######## block 1 ########
## config.mk

```make
export PLATFORM = sky130hd
export DESIGN_NAME = i2c_slave_regfile
export DESIGN_NICKNAME = d
export VERILOG_FILES = /design/src/rtl/i2c_slave_regfile.sv
export SDC_FILE = /design/constraint.sdc
export NUM_CORES = 1
export LEC_CHECK = 0
export ABC_AREA = 1
export CORE_MARGIN = 10
export CORE_UTILIZATION = 60
export CTS_CLUSTER_DIAMETER = 50
export DETAILED_ROUTE_END_ITERATION = 16
export GPL_TIMING_DRIVEN = 0
export HOLD_SLACK_MARGIN = 0.08
export PLACE_DENSITY = 0.75
export SETUP_SLACK_MARGIN = 0.4
export SLEW_MARGIN = 30
export SYNTH_ARGS = -nofsm -noshare
export SYNTH_HDL_FRONTEND = slang
export SYNTH_SLANG_ARGS = --single-unit
export TNS_END_PERCENT = 1
```

## constraint.sdc

```tcl
create_clock -name clk -period 12.1 [get_ports clk]
set_input_delay 2.42 -clock clk [delete_from_list [all_inputs] [get_ports clk]]
set_output_delay 2.42 -clock clk [all_outputs]
set_load 0.01 [all_outputs]
```

## src/rtl/i2c_slave_regfile.sv

```systemverilog
`default_nettype none
// +----------------------------------------------------------------------------+
// | Module      : i2c_slave_regfile                                            |
// | Description : I2C target with a byte register file. SCL/SDA are            |
// |               synchronised and glitch-filtered on clk. START, repeated      |
// |               START and STOP are detected, the 7-bit address is decoded,    |
// |               and pointer-addressed burst writes and reads auto-increment.  |
// |               A host port reads and writes the same registers locally.      |
// | Revision    : 1.0  initial release                                         |
// +----------------------------------------------------------------------------+
// | Ports                                                                      |
// |   clk        in   system clock, at least 16x the SCL rate                  |
// |   reset      in   asynchronous, active-high reset                          |
// |   scl_i      in   raw SCL from pad                                         |
// |   sda_i      in   raw SDA from pad                                         |
// |   sda_oe     out  1 = pull SDA low, 0 = release                            |
// |   host_we    in   host write strobe                                        |
// |   host_addr  in   host register index (read and write)                     |
// |   host_wdata in   host write data                                          |
// |   host_rdata out  regs[host_addr], combinational                           |
// |   wr_valid   out  one-clk pulse per I2C data byte written                  |
// |   wr_addr    out  index of that byte, valid with wr_valid                  |
// |   busy       out  high from address match until STOP or mismatch           |
// |   state      out  FSM state for debug                                      |
// +----------------------------------------------------------------------------+
module i2c_slave_regfile #(
  parameter logic [6:0] SLAVE_ADDR = 7'h2A,
  parameter int         DEPTH      = 16,
  parameter int         FILTER     = 3,
  localparam int        PTR_W      = $clog2(DEPTH)
) (
  input  logic             clk,
  input  logic             reset,
  input  logic             scl_i,
  input  logic             sda_i,
  output logic             sda_oe,
  input  logic             host_we,
  input  logic [PTR_W-1:0] host_addr,
  input  logic [7:0]       host_wdata,
  output logic [7:0]       host_rdata,
  output logic             wr_valid,
  output logic [PTR_W-1:0] wr_addr,
  output logic             busy,
  output logic [3:0]       state
);

  typedef enum logic [3:0] {
    S_IDLE      = 4'd0,
    S_ADDR      = 4'd1,
    S_ADDR_ACK  = 4'd2,
    S_PTR       = 4'd3,
    S_PTR_ACK   = 4'd4,
    S_WDATA     = 4'd5,
    S_WDATA_ACK = 4'd6,
    S_RDATA     = 4'd7,
    S_RDATA_ACK = 4'd8,
    S_IGNORE    = 4'd9
  } state_t;

  // Index 0 = SCL, index 1 = SDA.
  logic [1:0] w_raw;
  logic [1:0] w_lvl;
  logic [1:0] w_rise;
  logic [1:0] w_fall;

  assign w_raw = {sda_i, scl_i};

  // Two-flop synchroniser followed by a run-length filter: a new level is
  // accepted only after FILTER consecutive samples disagree with the current
  // one. The edge pulses are issued in the same clk the filtered level moves.
  for (genvar k = 0; k < 2; k++) begin : g_filt
    logic       r_meta;
    logic       r_sync;
    logic       r_lvl;
    logic       r_rise;
    logic       r_fall;
    logic [3:0] r_cnt;

    always_ff @(posedge clk or posedge reset) begin
      if (reset) begin
        r_meta <= 1'b1;
        r_sync <= 1'b1;
        r_lvl  <= 1'b1;
        r_rise <= 1'b0;
        r_fall <= 1'b0;
        r_cnt  <= '0;
      end else begin
        r_meta <= w_raw[k];
        r_sync <= r_meta;
        r_rise <= 1'b0;
        r_fall <= 1'b0;
        if (r_sync == r_lvl) begin
          r_cnt <= '0;
        end else if (r_cnt == 4'(FILTER - 1)) begin
          r_lvl  <= r_sync;
          r_rise <= r_sync;
          r_fall <= ~r_sync;
          r_cnt  <= '0;
        end else begin
          r_cnt <= r_cnt + 4'd1;
        end
      end
    end

    assign w_lvl[k]  = r_lvl;
    assign w_rise[k] = r_rise;
    assign w_fall[k] = r_fall;
  end

  logic w_scl_rise;
  logic w_scl_fall;
  logic w_start;
  logic w_stop;

  assign w_scl_rise = w_rise[0];
  assign w_scl_fall = w_fall[0];
  assign w_start    = w_fall[1] & w_lvl[0];
  assign w_stop     = w_rise[1] & w_lvl[0];

  state_t           r_state;
  logic [3:0]       r_bit_cnt;
  logic [7:0]       r_shift;
  logic [PTR_W-1:0] r_ptr;
  logic             r_rw;
  logic             r_sda_oe;
  logic             r_busy;
  logic             r_wr_valid;
  logic [PTR_W-1:0] r_wr_addr;
  logic [7:0]       r_regs [DEPTH];

  logic [7:0] w_shift_in;
  logic [7:0] w_rd_byte;
  logic       w_i2c_we;

  assign w_shift_in = {r_shift[6:0], w_lvl[1]};
  assign w_rd_byte  = r_regs[r_ptr];
  // The data byte commits on the SCL rise that samples its eighth bit.
  assign w_i2c_we   = (r_state == S_WDATA) && w_scl_rise && !w_start && !w_stop
                      && (r_bit_cnt == 4'd7);

  always_ff @(posedge clk or posedge reset) begin
    if (reset) begin
      r_state    <= S_IDLE;
      r_bit_cnt  <= '0;
      r_shift    <= '0;
      r_ptr      <= '0;
      r_rw       <= 1'b0;
      r_sda_oe   <= 1'b0;
      r_busy     <= 1'b0;
      r_wr_valid <= 1'b0;
      r_wr_addr  <= '0;
    end else begin
      r_wr_valid <= 1'b0;
      if (w_start) begin
        r_state   <= S_ADDR;
        r_bit_cnt <= '0;
        r_sda_oe  <= 1'b0;
      end else if (w_stop) begin
        r_state  <= S_IDLE;
        r_sda_oe <= 1'b0;
        r_busy   <= 1'b0;
      end else begin
        case (r_state)
          S_ADDR, S_PTR, S_WDATA: begin
            if (w_scl_rise && (r_bit_cnt != 4'd8)) begin
              r_shift   <= w_shift_in;
              r_bit_cnt <= r_bit_cnt + 4'd1;
              if (w_i2c_we) begin
                r_wr_valid <= 1'b1;
                r_wr_addr  <= r_ptr;
                r_ptr      <= r_ptr + PTR_W'(1);
              end
            end else if (w_scl_fall && (r_bit_cnt == 4'd8)) begin
              if (r_state == S_ADDR) begin
                if (r_shift[7:1] == SLAVE_ADDR) begin
                  r_state  <= S_ADDR_ACK;
                  r_sda_oe <= 1'b1;
                  r_busy   <= 1'b1;
                  r_rw     <= r_shift[0];
                end else begin
                  r_state  <= S_IGNORE;
                  r_sda_oe <= 1'b0;
                  r_busy   <= 1'b0;
                end
              end else if (r_state == S_PTR) begin
                r_ptr    <= r_shift[PTR_W-1:0];
                r_state  <= S_PTR_ACK;
                r_sda_oe <= 1'b1;
              end else begin
                r_state  <= S_WDATA_ACK;
                r_sda_oe <= 1'b1;
              end
            end
          end
          S_ADDR_ACK: begin
            if (w_scl_fall) begin
              if (r_rw) begin
                // Read: first data bit goes out on the same fall that ends the ACK.
                r_state   <= S_RDATA;
                r_shift   <= w_rd_byte;
                r_sda_oe  <= ~w_rd_byte[7];
                r_bit_cnt <= 4'd1;
              end else begin
                r_state   <= S_PTR;
                r_sda_oe  <= 1'b0;
                r_bit_cnt <= '0;
              end
            end
          end
          S_PTR_ACK, S_WDATA_ACK: begin
            if (w_scl_fall) begin
              r_state   <= S_WDATA;
              r_sda_oe  <= 1'b0;
              r_bit_cnt <= '0;
            end
          end
          S_RDATA: begin
            // r_bit_cnt counts bits already driven; 0 means the byte is not loaded yet.
            if (w_scl_fall) begin
              if (r_bit_cnt == 4'd0) begin
                r_shift   <= w_rd_byte;
                r_sda_oe  <= ~w_rd_byte[7];
                r_bit_cnt <= 4'd1;
              end else if (r_bit_cnt == 4'd8) begin
                r_sda_oe <= 1'b0;
                r_ptr    <= r_ptr + PTR_W'(1);
                r_state  <= S_RDATA_ACK;
              end else begin
                r_shift   <= {r_shift[6:0], 1'b0};
                r_sda_oe  <= ~r_shift[6];
                r_bit_cnt <= r_bit_cnt + 4'd1;
              end
            end
          end
          S_RDATA_ACK: begin
            if (w_scl_rise) begin
              if (!w_lvl[1]) begin
                r_state   <= S_RDATA;
                r_bit_cnt <= '0;
              end else begin
                r_state <= S_IGNORE;
              end
            end
          end
          default: begin
          end
        endcase
      end
    end
  end

  // The I2C write is issued after the host write so it wins on a collision.
  always_ff @(posedge clk or posedge reset) begin
    if (reset) begin
      for (int i = 0; i < DEPTH; i++) begin
        r_regs[i] <= 8'h00;
      end
    end else begin
      if (host_we) begin
        r_regs[host_addr] <= host_wdata;
      end
      if (w_i2c_we) begin
        r_regs[r_ptr] <= w_shift_in;
      end
    end
  end

  assign host_rdata = r_regs[host_addr];
  assign sda_oe     = r_sda_oe;
  assign busy       = r_busy;
  assign wr_valid   = r_wr_valid;
  assign wr_addr    = r_wr_addr;
  assign state      = r_state;

endmodule
`default_nettype wire
```

######## block 2 ########
<file path="config.mk">
export PLATFORM = sky130hd
export DESIGN_NAME = pmem_arbiter
export DESIGN_NICKNAME = d
export VERILOG_FILES = /design/src/rtl/lc3b_types.sv /design/src/rtl/pmem_arbiter.sv
export SDC_FILE = /design/constraint.sdc
export NUM_CORES = 1
export LEC_CHECK = 0
export ABC_CLOCK_PERIOD_IN_PS = 2500
export CAP_MARGIN = 10
export CORE_AREA = 2 2 272 274
export CTS_BUF_LIST = sky130_fd_sc_hd__clkbuf_16
export CTS_CLUSTER_DIAMETER = 50
export DETAILED_ROUTE_END_ITERATION = 16
export DIE_AREA = 0 0 274 276
export PLACE_DENSITY = 0.34
export SYNTH_ARGS = -nofsm -noshare
export SYNTH_HDL_FRONTEND = slang
export SYNTH_SLANG_ARGS = --single-unit
</file>
<file path="constraint.sdc">
create_clock -name clk -period 2.5 [get_ports clk]
set_input_delay 0.5 -clock clk [delete_from_list [all_inputs] [get_ports clk]]
set_output_delay 0.5 -clock clk [all_outputs]
set_load 0.1 [all_outputs]
</file>
<file path="src/rtl/lc3b_types.sv">
// Shared types and default widths for the LC-3b memory subsystem.
package lc3b_types;

   localparam int ADDR_WIDTH_DEF = 16;
   localparam int LINE_WIDTH_DEF = 128;

   typedef enum logic [1:0] {
      IDLE    = 2'd0,
      SERVE_I = 2'd1,
      SERVE_D = 2'd2
   } arb_state_t;

endpackage

</file>
<file path="src/rtl/pmem_arbiter.sv">
// Physical memory arbiter shared by the instruction and data caches.
//
// state   | meaning
// --------+----------------------------------------------------------
// IDLE    | no grant; all commands and resps low; picks next requester
// SERVE_I | instruction cache owns pmem until pmem_resp
// SERVE_D | data cache owns pmem until pmem_resp
//
// last_grant_q: 0 = I was served last, 1 = D was served last. It resets to
// 1 so the first simultaneous request goes to the instruction cache.
module pmem_arbiter
   import lc3b_types::*;
#(
   parameter int ADDR_WIDTH = ADDR_WIDTH_DEF,
   parameter int LINE_WIDTH = LINE_WIDTH_DEF
) (
   input  logic                  clk,
   input  logic                  rst,
   input  logic                  i_read,
   input  logic [ADDR_WIDTH-1:0] i_address,
   output logic                  i_resp,
   output logic [LINE_WIDTH-1:0] i_rdata,
   input  logic                  d_read,
   input  logic                  d_write,
   input  logic [ADDR_WIDTH-1:0] d_address,
   input  logic [LINE_WIDTH-1:0] d_wdata,
   output logic                  d_resp,
   output logic [LINE_WIDTH-1:0] d_rdata,
   output logic                  pmem_read,
   output logic                  pmem_write,
   output logic [ADDR_WIDTH-1:0] pmem_address,
   output logic [LINE_WIDTH-1:0] pmem_wdata,
   input  logic                  pmem_resp,
   input  logic [LINE_WIDTH-1:0] pmem_rdata
);

   arb_state_t state_q, state_d;
   logic       last_grant_q, last_grant_d;
   logic       d_req;

   assign d_req = d_read | d_write;

   // Next-state and fairness bookkeeping.
   always_comb begin
      state_d      = state_q;
      last_grant_d = last_grant_q;
      case (state_q)
         IDLE: begin
            if (i_read && d_req) begin
               // Alternate: whoever was not served last wins the tie.
               state_d = last_grant_q ? SERVE_I : SERVE_D;
            end else if (i_read) begin
               state_d = SERVE_I;
            end else if (d_req) begin
               state_d = SERVE_D;
            end
         end
         SERVE_I: begin
            if (pmem_resp) begin
               state_d      = IDLE;
               last_grant_d = 1'b0;
            end
         end
         SERVE_D: begin
            if (pmem_resp) begin
               state_d      = IDLE;
               last_grant_d = 1'b1;
            end
         end
         default: state_d = IDLE;
      endcase
   end

   // State and last-grant registers with synchronous reset.
   always_ff @(posedge clk) begin
      if (rst) begin
         state_q      <= IDLE;
         last_grant_q <= 1'b1;
      end else begin
         state_q      <= state_d;
         last_grant_q <= last_grant_d;
      end
   end

   // Output mux keyed on the current grant; resps pass pmem_resp through
   // in the same cycle so the cache sees completion without extra latency.
   always_comb begin
      pmem_read    = 1'b0;
      pmem_write   = 1'b0;
      pmem_address = '0;
      pmem_wdata   = '0;
      i_resp       = 1'b0;
      d_resp       = 1'b0;
      i_rdata      = pmem_rdata;
      d_rdata      = pmem_rdata;
      case (state_q)
         SERVE_I: begin
            pmem_read    = i_read;
            pmem_address = i_address;
            i_resp       = pmem_resp;
         end
         SERVE_D: begin
            // A writeback takes precedence if both commands are raised.
            pmem_write   = d_write;
            pmem_read    = d_read & ~d_write;
            pmem_address = d_address;
            pmem_wdata   = d_wdata;
            d_resp       = pmem_resp;
         end
         default: ;
      endcase
   end

endmodule
</file>
######## block 3 ########
File: src/rtl/cmp_pkg.sv
// Shared types and the round-robin pick helper for the compare arbiter.
package cmp_pkg;

    localparam int unsigned MAX_REQ = 8;
    localparam int unsigned PTR_W   = 3;

    typedef enum logic [1:0] {
        IDLE = 2'd0,
        CMP  = 2'd1,
        RESP = 2'd2
    } state_t;

    typedef struct packed {
        logic equal;
        logic greater;
        logic lesser;
    } cmp_res_t;

    typedef struct packed {
        logic             found;
        logic [PTR_W-1:0] idx;
    } rr_pick_t;

    // First set bit of valid at or after ptr, wrapping modulo nreq.
    function automatic rr_pick_t rr_pick(input logic [MAX_REQ-1:0] valid,
                                         input logic [PTR_W-1:0]   ptr,
                                         input int unsigned        nreq);
        rr_pick_t    r;
        int unsigned j;
        r = '0;
        for (int unsigned k = 0; k < MAX_REQ; k++) begin
            if (k < nreq) begin
                j = 32'(ptr) + k;
                if (j >= nreq) j = j - nreq;
                if (!r.found && valid[j[PTR_W-1:0]]) begin
                    r.found = 1'b1;
                    r.idx   = j[PTR_W-1:0];
                end
            end
        end
        return r;
    endfunction

endpackage

File: src/rtl/cmp_core.sv
// Combinational unsigned W-bit magnitude comparator.
module cmp_core
    import cmp_pkg::*;
#(
    parameter int unsigned W = 2
) (
    input  logic [W-1:0] a,
    input  logic [W-1:0] b,
    output cmp_res_t     res_c
);

    // Exactly one flag set for any operand pair.
    always_comb begin
        res_c         = '0;
        res_c.equal   = (a == b);
        res_c.greater = (a > b);
        res_c.lesser  = (a < b);
    end

endmodule

File: src/rtl/cmp_rr_arbiter.sv
// Round-robin arbiter sharing one registered comparator between NREQ clients.
module cmp_rr_arbiter
    import cmp_pkg::*;
#(
    parameter int unsigned NREQ = 4,
    parameter int unsigned W    = 2,
    parameter int unsigned IDW  = 2
) (
    input  logic              clk,
    input  logic              rst,
    input  logic [NREQ-1:0]   req_valid,
    output logic [NREQ-1:0]   req_ready,
    input  logic [NREQ*W-1:0] req_a,
    input  logic [NREQ*W-1:0] req_b,
    output logic [NREQ-1:0]   rsp_valid,
    input  logic [NREQ-1:0]   rsp_ack,
    output logic              rsp_equal,
    output logic              rsp_greater,
    output logic              rsp_lesser,
    output logic [IDW-1:0]    rsp_id,
    output logic              busy
);

    state_t          state_q, state_d;
    logic [IDW-1:0]  ptr_q, ptr_d;
    logic [IDW-1:0]  id_q, id_d;
    logic [W-1:0]    a_q, a_d;
    logic [W-1:0]    b_q, b_d;
    cmp_res_t        res_q, res_d;
    cmp_res_t        core_res;
    logic [NREQ-1:0] rsp_valid_q, rsp_valid_d;
    rr_pick_t        pick;
    int unsigned     sel;

    cmp_core #(.W(W)) u_core (
        .a     (a_q),
        .b     (b_q),
        .res_c (core_res)
    );

    // State, pointer, operand and result registers.
    always_ff @(posedge clk or posedge rst) begin
        if (rst) begin
            state_q     <= IDLE;
            ptr_q       <= '0;
            id_q        <= '0;
            a_q         <= '0;
            b_q         <= '0;
            res_q       <= '0;
            rsp_valid_q <= '0;
        end else begin
            state_q     <= state_d;
            ptr_q       <= ptr_d;
            id_q        <= id_d;
            a_q         <= a_d;
            b_q         <= b_d;
            res_q       <= res_d;
            rsp_valid_q <= rsp_valid_d;
        end
    end

    // Arbitration in IDLE, result capture in CMP, hold until owner acks in RESP.
    always_comb begin
        state_d     = state_q;
        ptr_d       = ptr_q;
        id_d        = id_q;
        a_d         = a_q;
        b_d         = b_q;
        res_d       = res_q;
        rsp_valid_d = rsp_valid_q;
        req_ready   = '0;
        pick        = rr_pick(MAX_REQ'(req_valid), PTR_W'(ptr_q), NREQ);
        sel         = 32'(pick.idx);

        unique case (state_q)
            IDLE: begin
                if (pick.found) begin
                    req_ready = NREQ'(1) << pick.idx;
                    a_d       = req_a[sel*W +: W];
                    b_d       = req_b[sel*W +: W];
                    id_d      = IDW'(pick.idx);
                    if (pick.idx == PTR_W'(NREQ - 1)) ptr_d = '0;
                    else                              ptr_d = IDW'(pick.idx + PTR_W'(1));
                    state_d   = CMP;
                end
            end
            CMP: begin
                res_d       = core_res;
                rsp_valid_d = NREQ'(1) << id_q;
                state_d     = RESP;
            end
            RESP: begin
                // rsp_valid_q is one-hot on the owner, so this picks out only its ack.
                if (|(rsp_ack & rsp_valid_q)) begin
                    rsp_valid_d = '0;
                    state_d     = IDLE;
                end
            end
            default: begin
                rsp_valid_d = '0;
                state_d     = IDLE;
            end
        endcase
    end

    assign rsp_valid   = rsp_valid_q;
    assign rsp_equal   = res_q.equal;
    assign rsp_greater = res_q.greater;
    assign rsp_lesser  = res_q.lesser;
    assign rsp_id      = id_q;
    assign busy        = (state_q != IDLE);

endmodule
File: config.mk
export PLATFORM = sky130hd
export DESIGN_NAME = cmp_rr_arbiter
export DESIGN_NICKNAME = d
export VERILOG_FILES = /design/src/rtl/cmp_pkg.sv /design/src/rtl/cmp_core.sv /design/src/rtl/cmp_rr_arbiter.sv
export SDC_FILE = /design/constraint.sdc
export NUM_CORES = 1
export LEC_CHECK = 0
export CORE_UTILIZATION = 40
export CTS_CLUSTER_DIAMETER = 120
export DETAILED_ROUTE_END_ITERATION = 10
export PLACE_DENSITY = 0.65
export SYNTH_ARGS = -nofsm -noshare
export SYNTH_HDL_FRONTEND = slang
export SYNTH_HIERARCHICAL = 1
export SYNTH_SLANG_ARGS = --single-unit
export TNS_END_PERCENT = 1
File: constraint.sdc
create_clock -name clk -period 9.26 [get_ports clk]
set_clock_uncertainty 0.05 [all_clocks]
set_input_delay 1.852 -clock clk [delete_from_list [all_inputs] [get_ports clk]]
set_output_delay 1.852 -clock clk [all_outputs]
set_load 0.01 [all_outputs]
Fig. 1: block 3, clock wiring as the flow saved it
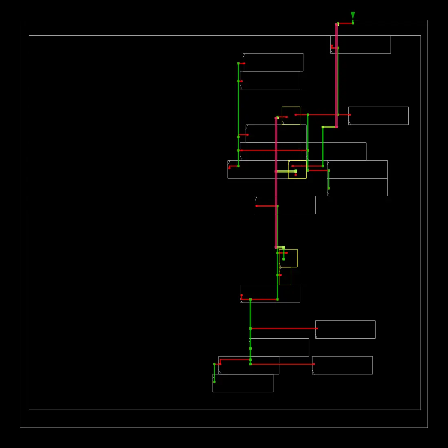
Latency at later pin: 280 ps
Seq Cell Count: 17
total number of clock tree sinks: 17
Power Clock: 38.2 µW
TritonCTS buffer count: 3

==> results.toml, block 3 <==
# implementation run metrics
[min_path]
hold_depth = 1

[cells_and_area]
nNetsFinal = 228
layout_top_cell = "sky130_fd_sc_hd__clkdlybuf4s50_1"
fraction_of_layout_cells_with_a_size_suffix_above_1 = 0.100

[clock_tree]
cts_post_setup_buffers_inserted = 0

[power_and_ir_drop]
clkPwrFrac = 0.060
pwr.group.combinational_uw = 442
power-per-cell-area_nw_per_um2 = 347

[yosys]
postSynth.asyncResetShare = 1.00
post_synth_instance_area_um2 = 1450

[final_timing]
maxClockFrequency_ghz = 0.157

[run_status]
outcome = "complete, no violations"

[global_route]
globalRoute.busiestLayer = "met2"

[flow_run]
tool_warnings = 33

[die]
standard_cell_core_area_um2 = 3420
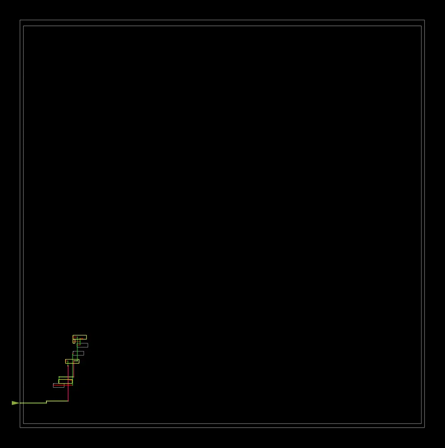
Fig. 2. Clock wiring as the flow saved it (block 2).
Clock Skews: 2.41 ps
Seq Cell Count: 3

==> results.toml, block 2 <==
# implementation run metrics
[run_status]
outcome = "complete, no violations"

[final_timing]
maxClockFrequency_ghz = 0.434
finalWorstPathRequiredPeriod_ps = 2300

[detailed_routing]
via_per_inst = 2.04

[cells_and_area]
area.share.sequential = 0.00823

[clock_tree]
cts.htree.levels = 1
cts.path.max_buffers = 2

[yosys]
post_synth_num_cell_types = 20
yosys.cell_count.top_type = "sky130_fd_sc_hd__buf_4"
synth_chip_area_um2 = 3290
flops_after_synth = 3
yosysTopAreaCell = "sky130_fd_sc_hd__buf_4"

[global_route]
globalRoute.busiestLayer = "met2"

[flow_run]
max_cap_violations = 0

[critical_path]
cp_num_cells = 5
timing.critical_path.to_type = "primary output"

[power_and_ir_drop]
clkPwrFrac = 0.098
Fig. 3: block 1, a small window of the routed layout
The bar under the picture is 20 µm long. Region (53, 84) to (103, 134) µm. Cells in grey, sequential cells in the stronger grey; small squares are vias.
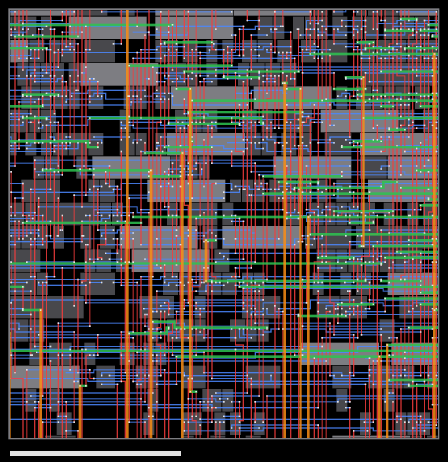
metal 4 -> orange
metal 1 -> blue
metal 2 -> red
metal 3 -> green
netlist names of flops here include = `r_regs` (10), `r_shift` (6), `r_ptr` (3)
cells with their middle in the window = 226
sequential cells in the window = 20
most frequent = nand2_1 (51), a21oi_1 (28), inv_1 (23)

==> results.toml, block 1 <==
# implementation run metrics
[global_route]
grtUsageMet2 = 0.529

[min_path]
min-delay-path-class = "register to register"
hold_depth = 0

[yosys]
yosys.cell_count.top_type = "sky130_fd_sc_hd__nand2_1"
synth.area.top_cells = "sky130_fd_sc_hd__dfrtp_1 (38%), sky130_fd_sc_hd__nand2_1 (15%), sky130_fd_sc_hd__o21ai_0 (9.9%)"
post_synth_fa_ha_maj_area_fraction = 0.0113

[cells_and_area]
regMostFlops = "r_regs"
area.sequential_um2 = 4360
layoutNonFillerInstCount = 1839

[critical_path]
r2r_path_end = "r_regs[55]"

[detailed_routing]
via_per_inst = 6.44
route.antenna.remaining_nets = 0
route.detailed.drc = 0
via_count = 11848

[final_timing]
hold_viol_final = 0
maxSlewViolCount = 0

[power_and_ir_drop]
clk-power_uw = 611
power-per-cell-area_nw_per_um2 = 223
cellLeakagePower_nw = 6.00

[run_status]
outcome = "complete, no violations"

[flow_run]
tool_warnings = 32

[clock_tree]
cts.clk_slew.worst_paths_ps = 70
worst_skew_pair.late_latency_ps = 450

==> notes/layouts.md <==
Pictures saved along the way, in no particular order.

M1 wires.
image #1
The bar under the picture is 20 µm long.
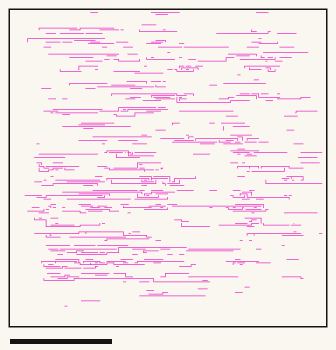
image #2
The bar under the picture is 50 µm long.
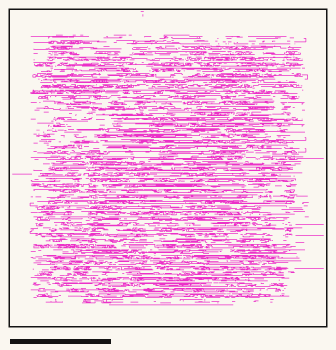
image #3
The bar under the picture is 100 µm long.
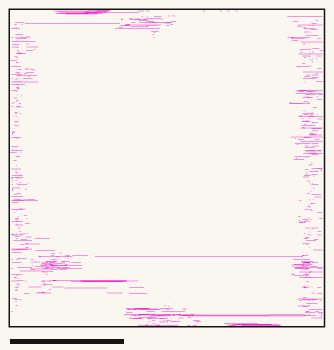
Of these, largest die: image #3
Of these, smallest die: image #1
Image #3 comes from block 2.
Image #1 comes from block 3.
Image #2 comes from block 1.


######## block 4 ########
Fig. 4: block 4, sequential cells coloured by netlist name
The bar under the picture is 50 µm long.
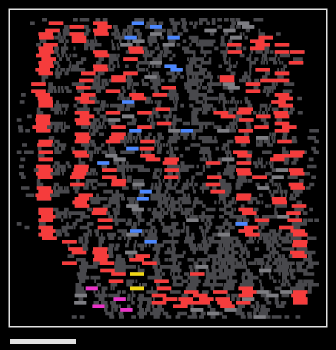

[src/rtl/regfile_writeback_if.sv]
// Write-back request bus and register-file write port bundle.
// No timing of its own; the slave registers the rf_* side.
// in_valid/in_ready handshake on the request side; rf_* has no backpressure.
interface regfile_writeback_if #(
  parameter int WIDTH = 16
);
  logic             in_valid;
  logic             in_ready;
  logic [1:0]       in_mode;
  logic [3:0]       in_addr1;
  logic [3:0]       in_addr2;
  logic [WIDTH-1:0] in_data1;
  logic [WIDTH-1:0] in_data2;
  logic [WIDTH-1:0] in_data15;

  logic [3:0]       rf_add1;
  logic [3:0]       rf_add2;
  logic [WIDTH-1:0] rf_wdata1;
  logic [WIDTH-1:0] rf_wdata2;
  logic [WIDTH-1:0] rf_wdata15;
  logic [1:0]       rf_wdst;

  // Request producer side.
  modport master (
    output in_valid, in_mode, in_addr1, in_addr2, in_data1, in_data2, in_data15,
    input  in_ready,
    input  rf_add1, rf_add2, rf_wdata1, rf_wdata2, rf_wdata15, rf_wdst
  );

  // Write-back buffer side.
  modport slave (
    input  in_valid, in_mode, in_addr1, in_addr2, in_data1, in_data2, in_data15,
    output in_ready,
    output rf_add1, rf_add2, rf_wdata1, rf_wdata2, rf_wdata15, rf_wdst
  );
endinterface

[src/rtl/regfile_writeback.sv]
// Buffers register write-back requests in a DEPTH-entry FIFO and issues one per cycle to the RF.
// Latency: accepted at edge N into an empty buffer, presented on rf_* after edge N+1 for one cycle.
// in_ready = !full; hold stalls issue; flush discards everything; lookup forwards youngest pending data.
module regfile_writeback #(
  parameter int DEPTH = 4,
  parameter int WIDTH = 16
) (
  input  logic             clk,
  input  logic             rst,
  regfile_writeback_if.slave wb,
  input  logic             flush,
  input  logic             hold,
  input  logic [3:0]       lk_addr,
  output logic             lk_hit,
  output logic [WIDTH-1:0] lk_data,
  output logic [3:0]       count,
  output logic             full,
  output logic             empty
);

  localparam int AW = $clog2(DEPTH);

  localparam logic [1:0] M_A1  = 2'b00;
  localparam logic [1:0] M_A2  = 2'b01;
  localparam logic [1:0] M_R15 = 2'b10;
  localparam logic [1:0] M_NOP = 2'b11;

  typedef struct packed {
    logic [1:0]       mode;
    logic [3:0]       a1;
    logic [3:0]       a2;
    logic [WIDTH-1:0] d1;
    logic [WIDTH-1:0] d2;
    logic [WIDTH-1:0] d15;
  } entry_t;

  entry_t          mem_q [DEPTH];
  logic [AW-1:0]   wr_ptr_q, wr_ptr_d;
  logic [AW-1:0]   rd_ptr_q, rd_ptr_d;
  logic [3:0]      count_q, count_d;
  entry_t          rf_q, rf_d;    // entry on the rf_* port; mode 11 means nothing presented

  entry_t          in_entry;
  logic            push;
  logic            pop;

  assign full        = (count_q == 4'(DEPTH));
  assign empty       = (count_q == 4'd0);
  assign count       = count_q;
  assign wb.in_ready = !full;

  assign in_entry = '{mode: wb.in_mode, a1: wb.in_addr1, a2: wb.in_addr2,
                      d1: wb.in_data1, d2: wb.in_data2, d15: wb.in_data15};

  // No-op requests are acknowledged but never stored; flush drops the concurrent push.
  assign push = wb.in_valid && wb.in_ready && (wb.in_mode != M_NOP) && !flush;
  assign pop  = !empty && !hold && !flush;

  assign wb.rf_wdst    = rf_q.mode;
  assign wb.rf_add1    = rf_q.a1;
  assign wb.rf_add2    = rf_q.a2;
  assign wb.rf_wdata1  = rf_q.d1;
  assign wb.rf_wdata2  = rf_q.d2;
  assign wb.rf_wdata15 = rf_q.d15;

  // Next-state for pointers, occupancy and the presented entry; flush wins over everything.
  always_comb begin
    wr_ptr_d = wr_ptr_q;
    rd_ptr_d = rd_ptr_q;
    count_d  = count_q;
    rf_d     = rf_q;
    rf_d.mode = M_NOP;
    if (flush) begin
      wr_ptr_d = '0;
      rd_ptr_d = '0;
      count_d  = 4'd0;
    end else begin
      if (push) wr_ptr_d = wr_ptr_q + AW'(1);
      if (pop) begin
        rd_ptr_d = rd_ptr_q + AW'(1);
        rf_d     = mem_q[rd_ptr_q];
      end
      case ({push, pop})
        2'b10:   count_d = count_q + 4'd1;
        2'b01:   count_d = count_q - 4'd1;
        default: count_d = count_q;
      endcase
    end
  end

  // Control state; reset clears the buffer and the presented entry without issuing anything.
  always_ff @(posedge clk or negedge rst) begin
    if (!rst) begin
      wr_ptr_q <= '0;
      rd_ptr_q <= '0;
      count_q  <= 4'd0;
      rf_q     <= '{mode: M_NOP, default: '0};
    end else begin
      wr_ptr_q <= wr_ptr_d;
      rd_ptr_q <= rd_ptr_d;
      count_q  <= count_d;
      rf_q     <= rf_d;
    end
  end

  // Storage array; validity is tracked by the pointers so contents need no reset.
  always_ff @(posedge clk) begin
    if (push) mem_q[wr_ptr_q] <= in_entry;
  end

  // Per-entry match: addr2 overrides addr1, R15 overrides addr1 when both name the same register.
  function automatic logic [WIDTH:0] entry_match(entry_t e, logic [3:0] a);
    logic             hit;
    logic [WIDTH-1:0] d;
    hit = 1'b0;
    d   = '0;
    if (e.mode != M_NOP && e.a1 == a) begin
      hit = 1'b1;
      d   = e.d1;
    end
    if (e.mode == M_A2 && e.a2 == a) begin
      hit = 1'b1;
      d   = e.d2;
    end
    if (e.mode == M_R15 && a == 4'd15) begin
      hit = 1'b1;
      d   = e.d15;
    end
    return {hit, d};
  endfunction

  logic [WIDTH:0] lk_r;

  // Forwarding lookup scanned oldest to youngest (presented entry first) so the youngest match wins.
  always_comb begin
    lk_hit  = 1'b0;
    lk_data = '0;
    lk_r    = entry_match(rf_q, lk_addr);
    if (lk_r[WIDTH]) begin
      lk_hit  = 1'b1;
      lk_data = lk_r[WIDTH-1:0];
    end
    for (int i = 0; i < DEPTH; i++) begin
      if (i < int'(count_q)) begin
        lk_r = entry_match(mem_q[rd_ptr_q + AW'(i)], lk_addr);
        if (lk_r[WIDTH]) begin
          lk_hit  = 1'b1;
          lk_data = lk_r[WIDTH-1:0];
        end
      end
    end
  end

endmodule

[src/flat_wrapper.sv]
// flat-port wrapper written by rule: the top's interface ports become plain ports
module regfile_writeback_flat 
#(
  parameter int DEPTH = 4,
  parameter int WIDTH = 16
)
  (clk, rst, flush, hold, lk_addr, lk_hit, lk_data, count, full, empty, wb_in_valid, wb_in_mode, wb_in_addr1, wb_in_addr2, wb_in_data1, wb_in_data2, wb_in_data15, wb_in_ready, wb_rf_add1, wb_rf_add2, wb_rf_wdata1, wb_rf_wdata2, wb_rf_wdata15, wb_rf_wdst);
  regfile_writeback_if #(.WIDTH(WIDTH)) wb_i ();
  input  logic clk;
  input  logic rst;
  input  logic flush;
  input  logic hold;
  input  logic [3:0] lk_addr;
  output logic lk_hit;
  output logic [WIDTH-1:0] lk_data;
  output logic [3:0] count;
  output logic full;
  output logic empty;
  input wire logic [$bits(wb_i.in_valid)-1:0] wb_in_valid;
  input wire logic [$bits(wb_i.in_mode)-1:0] wb_in_mode;
  input wire logic [$bits(wb_i.in_addr1)-1:0] wb_in_addr1;
  input wire logic [$bits(wb_i.in_addr2)-1:0] wb_in_addr2;
  input wire logic [$bits(wb_i.in_data1)-1:0] wb_in_data1;
  input wire logic [$bits(wb_i.in_data2)-1:0] wb_in_data2;
  input wire logic [$bits(wb_i.in_data15)-1:0] wb_in_data15;
  output wire logic [$bits(wb_i.in_ready)-1:0] wb_in_ready;
  output wire logic [$bits(wb_i.rf_add1)-1:0] wb_rf_add1;
  output wire logic [$bits(wb_i.rf_add2)-1:0] wb_rf_add2;
  output wire logic [$bits(wb_i.rf_wdata1)-1:0] wb_rf_wdata1;
  output wire logic [$bits(wb_i.rf_wdata2)-1:0] wb_rf_wdata2;
  output wire logic [$bits(wb_i.rf_wdata15)-1:0] wb_rf_wdata15;
  output wire logic [$bits(wb_i.rf_wdst)-1:0] wb_rf_wdst;
  assign wb_i.in_valid = wb_in_valid;
  assign wb_i.in_mode = wb_in_mode;
  assign wb_i.in_addr1 = wb_in_addr1;
  assign wb_i.in_addr2 = wb_in_addr2;
  assign wb_i.in_data1 = wb_in_data1;
  assign wb_i.in_data2 = wb_in_data2;
  assign wb_i.in_data15 = wb_in_data15;
  assign wb_in_ready = wb_i.in_ready;
  assign wb_rf_add1 = wb_i.rf_add1;
  assign wb_rf_add2 = wb_i.rf_add2;
  assign wb_rf_wdata1 = wb_i.rf_wdata1;
  assign wb_rf_wdata2 = wb_i.rf_wdata2;
  assign wb_rf_wdata15 = wb_i.rf_wdata15;
  assign wb_rf_wdst = wb_i.rf_wdst;
  regfile_writeback #(.DEPTH(DEPTH), .WIDTH(WIDTH)) u_core (.clk(clk), .rst(rst), .wb(wb_i), .flush(flush), .hold(hold), .lk_addr(lk_addr), .lk_hit(lk_hit), .lk_data(lk_data), .count(count), .full(full), .empty(empty));
endmodule
[config.mk]
export PLATFORM = sky130hd
export DESIGN_NAME = regfile_writeback_flat
export DESIGN_NICKNAME = d
export VERILOG_FILES = /design/src/rtl/regfile_writeback_if.sv /design/src/rtl/regfile_writeback.sv /design/src/flat_wrapper.sv
export SDC_FILE = /design/constraint.sdc
export NUM_CORES = 1
export LEC_CHECK = 0
export CAP_MARGIN = 10
export CELL_PAD_IN_SITES_DETAIL_PLACEMENT = 0
export CELL_PAD_IN_SITES_GLOBAL_PLACEMENT = 1
export CORE_MARGIN = 5
export CORE_UTILIZATION = 34
export CTS_BUF_LIST = sky130_fd_sc_hd__clkbuf_2 sky130_fd_sc_hd__clkbuf_4 sky130_fd_sc_hd__clkbuf_8
export CTS_CLUSTER_SIZE = 30
export DETAILED_ROUTE_END_ITERATION = 10
export HOLD_SLACK_MARGIN = 0.03
export PLACE_DENSITY_LB_ADDON = 0.12
export SLEW_MARGIN = 20
export SYNTH_ARGS = -nofsm -noshare
export SYNTH_HDL_FRONTEND = slang
export SYNTH_SLANG_ARGS = --single-unit
[constraint.sdc]
create_clock -name clk -period 3.11 [get_ports clk]
set_clock_uncertainty 0.05 [all_clocks]
set_input_delay 0.622 -clock clk [delete_from_list [all_inputs] [get_ports clk]]
set_output_delay 0.622 -clock clk [all_outputs]
set_load 0.02 [all_outputs]
######## block 5 ########
<file path="src/rtl/branch_target_buffer.sv">
// Direct-mapped branch target buffer with zero-latency IF lookup, EX-stage update and
// misprediction recovery. Define BTB_BHT_EN to add a 2-bit saturating counter per entry.
module branch_target_buffer #(
  parameter int unsigned ENTRY_BITS = 4
) (
  input  logic        clk,
  input  logic        rst_n,
  input  logic [31:0] PCF,
  output logic        BRPredictedF,
  output logic [31:0] PredTargetF,
  input  logic        en,
  input  logic        BranchE,
  input  logic        BrTakenE,
  input  logic [31:0] PCE,
  input  logic [31:0] BrTargetE,
  input  logic        BRPredictedE,
  output logic        MispredictE,
  output logic [31:0] RecoverPCE,
  output logic [31:0] BrCount,
  output logic [31:0] MissCount
);

  localparam int unsigned N  = 1 << ENTRY_BITS;
  localparam int unsigned TW = 30 - ENTRY_BITS;

  logic [N-1:0]    valid_q;
  logic [TW-1:0]   tag_q [N];
  logic [31:0]     tgt_q [N];

  logic [ENTRY_BITS-1:0] idx_f, idx_e;
  logic [TW-1:0]         tag_f, tag_e;
  logic                  hit_f, hit_e, pred_f;
  logic                  br_ev, alloc, inval;
  logic                  unused_pc_lsbs;

  assign idx_f = PCF[ENTRY_BITS+1:2];
  assign tag_f = PCF[31:ENTRY_BITS+2];
  assign idx_e = PCE[ENTRY_BITS+1:2];
  assign tag_e = PCE[31:ENTRY_BITS+2];
  assign unused_pc_lsbs = ^{PCF[1:0], PCE[1:0]};

  assign hit_f = valid_q[idx_f] && (tag_q[idx_f] == tag_f);
  assign hit_e = valid_q[idx_e] && (tag_q[idx_e] == tag_e);

  assign br_ev = en & BranchE;
  assign alloc = br_ev & BrTakenE & ~hit_e;

`ifdef BTB_BHT_EN
  logic [1:0] ctr_q [N];
  assign pred_f = hit_f & ctr_q[idx_f][1];
  // Entries only leave the table when a non-branch was predicted taken.
  assign inval  = en & BRPredictedE & ~BranchE;
`else
  assign pred_f = hit_f;
  assign inval  = (en & BRPredictedE & ~BranchE) | (br_ev & ~BrTakenE & hit_e);
`endif

  assign BRPredictedF = pred_f;
  assign PredTargetF  = pred_f ? tgt_q[idx_f] : '0;

  assign MispredictE = en & ((BranchE & (BRPredictedE != BrTakenE)) | (~BranchE & BRPredictedE));
  assign RecoverPCE  = (BranchE & BrTakenE) ? BrTargetE : PCE + 32'd4;

  // Valid bits and counters carry the reset, so a write racing reset leaves no live entry.
  always_ff @(posedge clk or negedge rst_n) begin
    if (!rst_n) begin
      valid_q   <= '0;
      BrCount   <= '0;
      MissCount <= '0;
`ifdef BTB_BHT_EN
      for (int unsigned i = 0; i < N; i++) ctr_q[i] <= '0;
`endif
    end else begin
      if (alloc) valid_q[idx_e] <= 1'b1;
      if (inval) valid_q[idx_e] <= 1'b0;
      if (br_ev) BrCount <= BrCount + 32'd1;
      if (MispredictE) MissCount <= MissCount + 32'd1;
`ifdef BTB_BHT_EN
      if (alloc) begin
        ctr_q[idx_e] <= 2'b10;
      end else if (br_ev && hit_e) begin
        if (BrTakenE && ctr_q[idx_e] != 2'b11) ctr_q[idx_e] <= ctr_q[idx_e] + 2'd1;
        else if (!BrTakenE && ctr_q[idx_e] != 2'b00) ctr_q[idx_e] <= ctr_q[idx_e] - 2'd1;
      end
`endif
    end
  end

  always_ff @(posedge clk) begin
    if (alloc) begin
      tag_q[idx_e] <= tag_e;
      tgt_q[idx_e] <= BrTargetE;
    end
  end

endmodule

</file>
<file path="config.mk">
export PLATFORM = sky130hd
export DESIGN_NAME = branch_target_buffer
export DESIGN_NICKNAME = d
export VERILOG_FILES = /design/src/rtl/branch_target_buffer.sv
export SDC_FILE = /design/constraint.sdc
export NUM_CORES = 1
export LEC_CHECK = 0
export CORE_MARGIN = 8
export CORE_UTILIZATION = 39
export CTS_BUF_LIST = sky130_fd_sc_hd__clkbuf_4
export CTS_CLUSTER_SIZE = 30
export DETAILED_ROUTE_END_ITERATION = 16
export SYNTH_ARGS = -nofsm -noshare
export SYNTH_HDL_FRONTEND = slang
export SYNTH_SLANG_ARGS = --single-unit
</file>
<file path="constraint.sdc">
create_clock -name clk -period 14.9 [get_ports clk]
set_clock_uncertainty 0.1 [all_clocks]
set_input_delay 1.49 -clock clk [delete_from_list [all_inputs] [get_ports clk]]
set_output_delay 1.49 -clock clk [all_outputs]
set_load 0.01 [all_outputs]
</file>
Fig. 5: block 5, clock wiring as the flow saved it
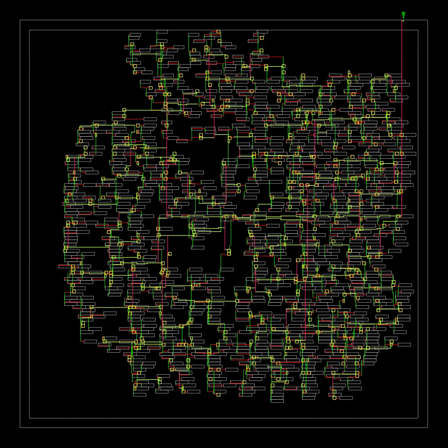
total number of clock tree sinks: 1008
Seq Cell Count: 1008
Power Clock: 2.38 mW
final-layout clock buffer total: 408

==> results.toml, block 5 <==
# implementation run metrics
[global_route]
grt_first_pass_wirelength_mm = 186
grtUsageMet2 = 0.324
antenna_found_initial = 10

[run_status]
outcome = "complete, no violations"

[cells_and_area]
final_layout_top_logic_cells = "sky130_fd_sc_hd__edfxtp_1 (928), sky130_fd_sc_hd__clkbuf_4 (408), sky130_fd_sc_hd__mux4_2 (361)"
syn2layout_area_growth_pct = 16.4

[final_timing]
finalWorstPathRequiredPeriod_ps = 8720

[clock_tree]
worst_skew_pair.late_latency_ps = 1130

[yosys]
post_synth_num_cell_types = 78
yosys.cell_count.top_type = "sky130_fd_sc_hd__edfxtp_1"

[critical_path]
cp_num_cells = 12
cpLargestDelayFamily = "buffers and inverters"
r2r_slack_ps = 9730

[flow_run]
max_cap_violations = 0

[placed_design]
place_ws_ps = 6010
Fig. 6: block 4, clock wiring as the flow saved it
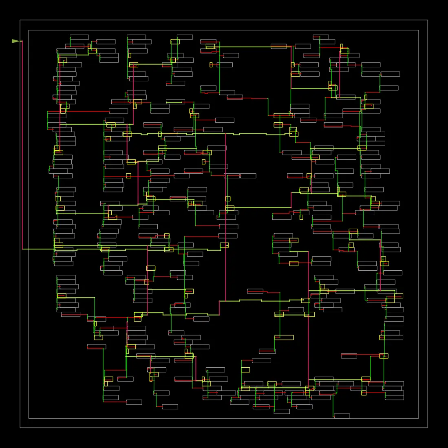
final-layout clock buffer total: 76
Seq Cell Count: 298
Power Clock: 3.93 mW
Latency at later pin: 680 ps

Fig. 7: block 4, M1 wires
The bar under the picture is 50 µm long.
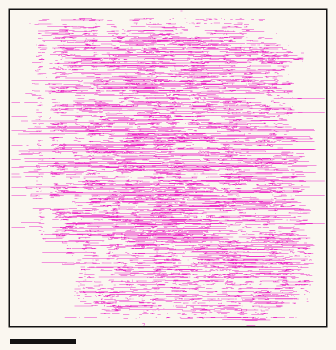
longest straight run = 90.2 µm
nets with wire on the layer = 1942
wire length on this layer = 31.2 mm
total wire length after detailed routing: 63.8 mm
via count: 14620
global-route track usage on met1: 0.336

About Fig. 4:
`u_core.wb.rf_wdata1` -> blue  # flops 16
`u_core.mem_q` -> red  # flops 232, where widely spread
`u_core.rd_ptr_q` -> yellow  # flops 2
`u_core.count` -> magenta  # flops 4
register area: 8630 µm²
register share of the cell area: 0.353
utilization after layout: 0.467
Power Sequential: 5.51 mW

==> results.toml, block 4 <==
# implementation run metrics
[critical_path]
r2r_path_end = "u_core.wb.rf_wdata15[5]"
cpLargestDelayFamily = "simple AND/OR/NAND/NOR gates"

[yosys]
synth-edff-count = 232

[final_timing]
timing.hold.ws_ps = 425
finalWorstPathRequiredPeriod_ps = 4670
worst-slew-pin-transition_ps = 982
finalWorstSetupSlack_ps = -1560
setup_viol = 17

[die]
floorplan.die.width_um = 240

[detailed_routing]
detailroute.wirelength.met2_mm = 27.3
route.antenna.remaining_nets = 0

[clock_tree]
cts.htree.levels = 2

[flow_run]
max_cap_violations = 0

[cells_and_area]
comb-cell-share = 0.384
non_clock_inverter_count = 17
layout.buffer.nonclock.area_share = 0.178
fillers = 4851

[run_status]
outcome = "complete, but fails checks"
failing_checks = "setup timing"

[placed_design]
port_buffers = 148

[global_route]
overflow = 0
globalRoute.busiestLayer = "met1"


==> layout pictures side by side <==
Pin map.
panel A
The bar under the picture is 50 µm long. Pins as bars across the die edge, other pins in grey.
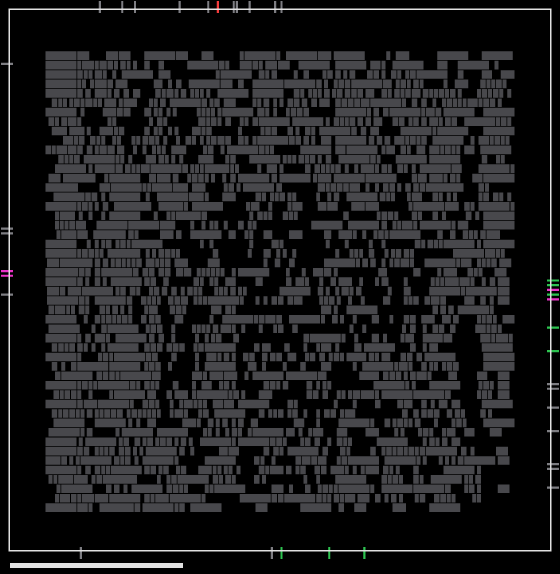
panel B
The bar under the picture is 20 µm long. Pins as bars across the die edge, other pins in grey.
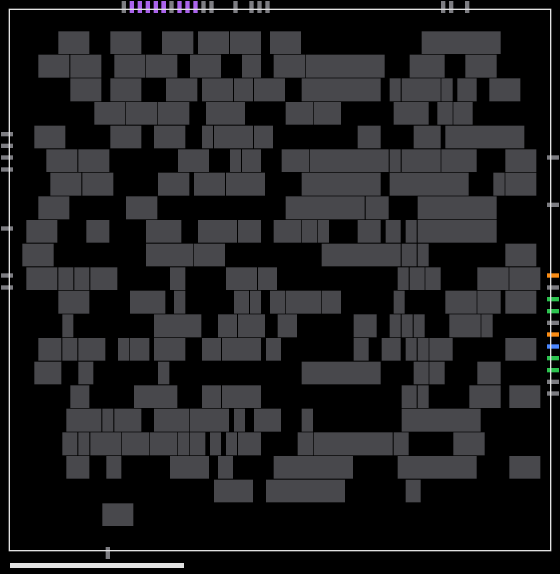
panel C
The bar under the picture is 50 µm long. Pins as bars across the die edge, other pins in grey.
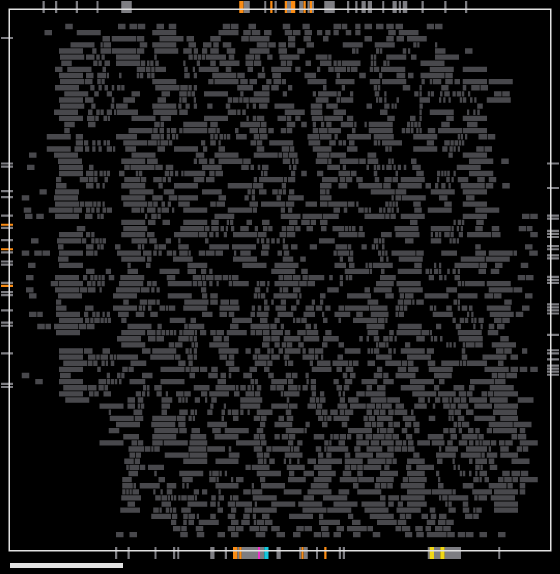
panel D
The bar under the picture is 100 µm long. Pins as bars across the die edge, other pins in grey.
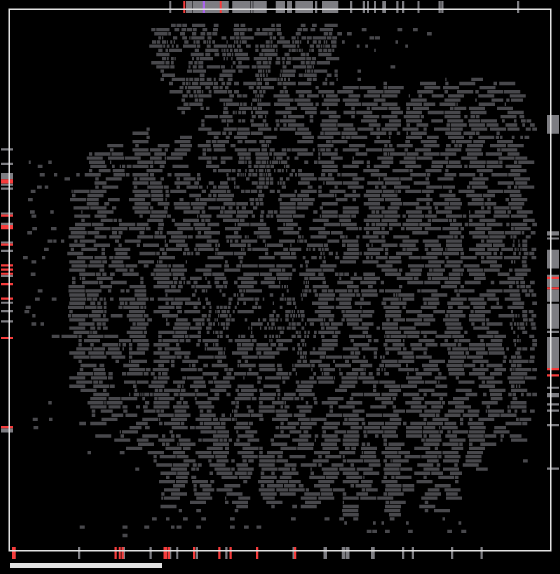
panel E
The bar under the picture is 100 µm long. Pins as bars across the die edge, other pins in grey.
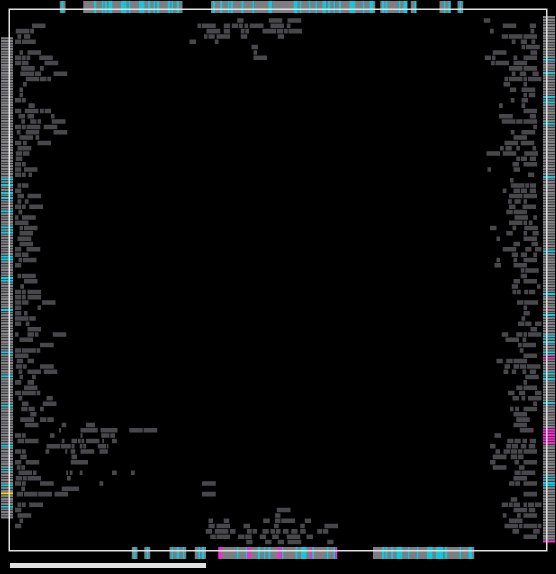
For block 5, see panel D.
For block 4, see panel C.
For block 3, see panel B.
For block 2, see panel E.
For block 1, see panel A.
- largest die: panel D

Power and IR drop assume default switching activity.
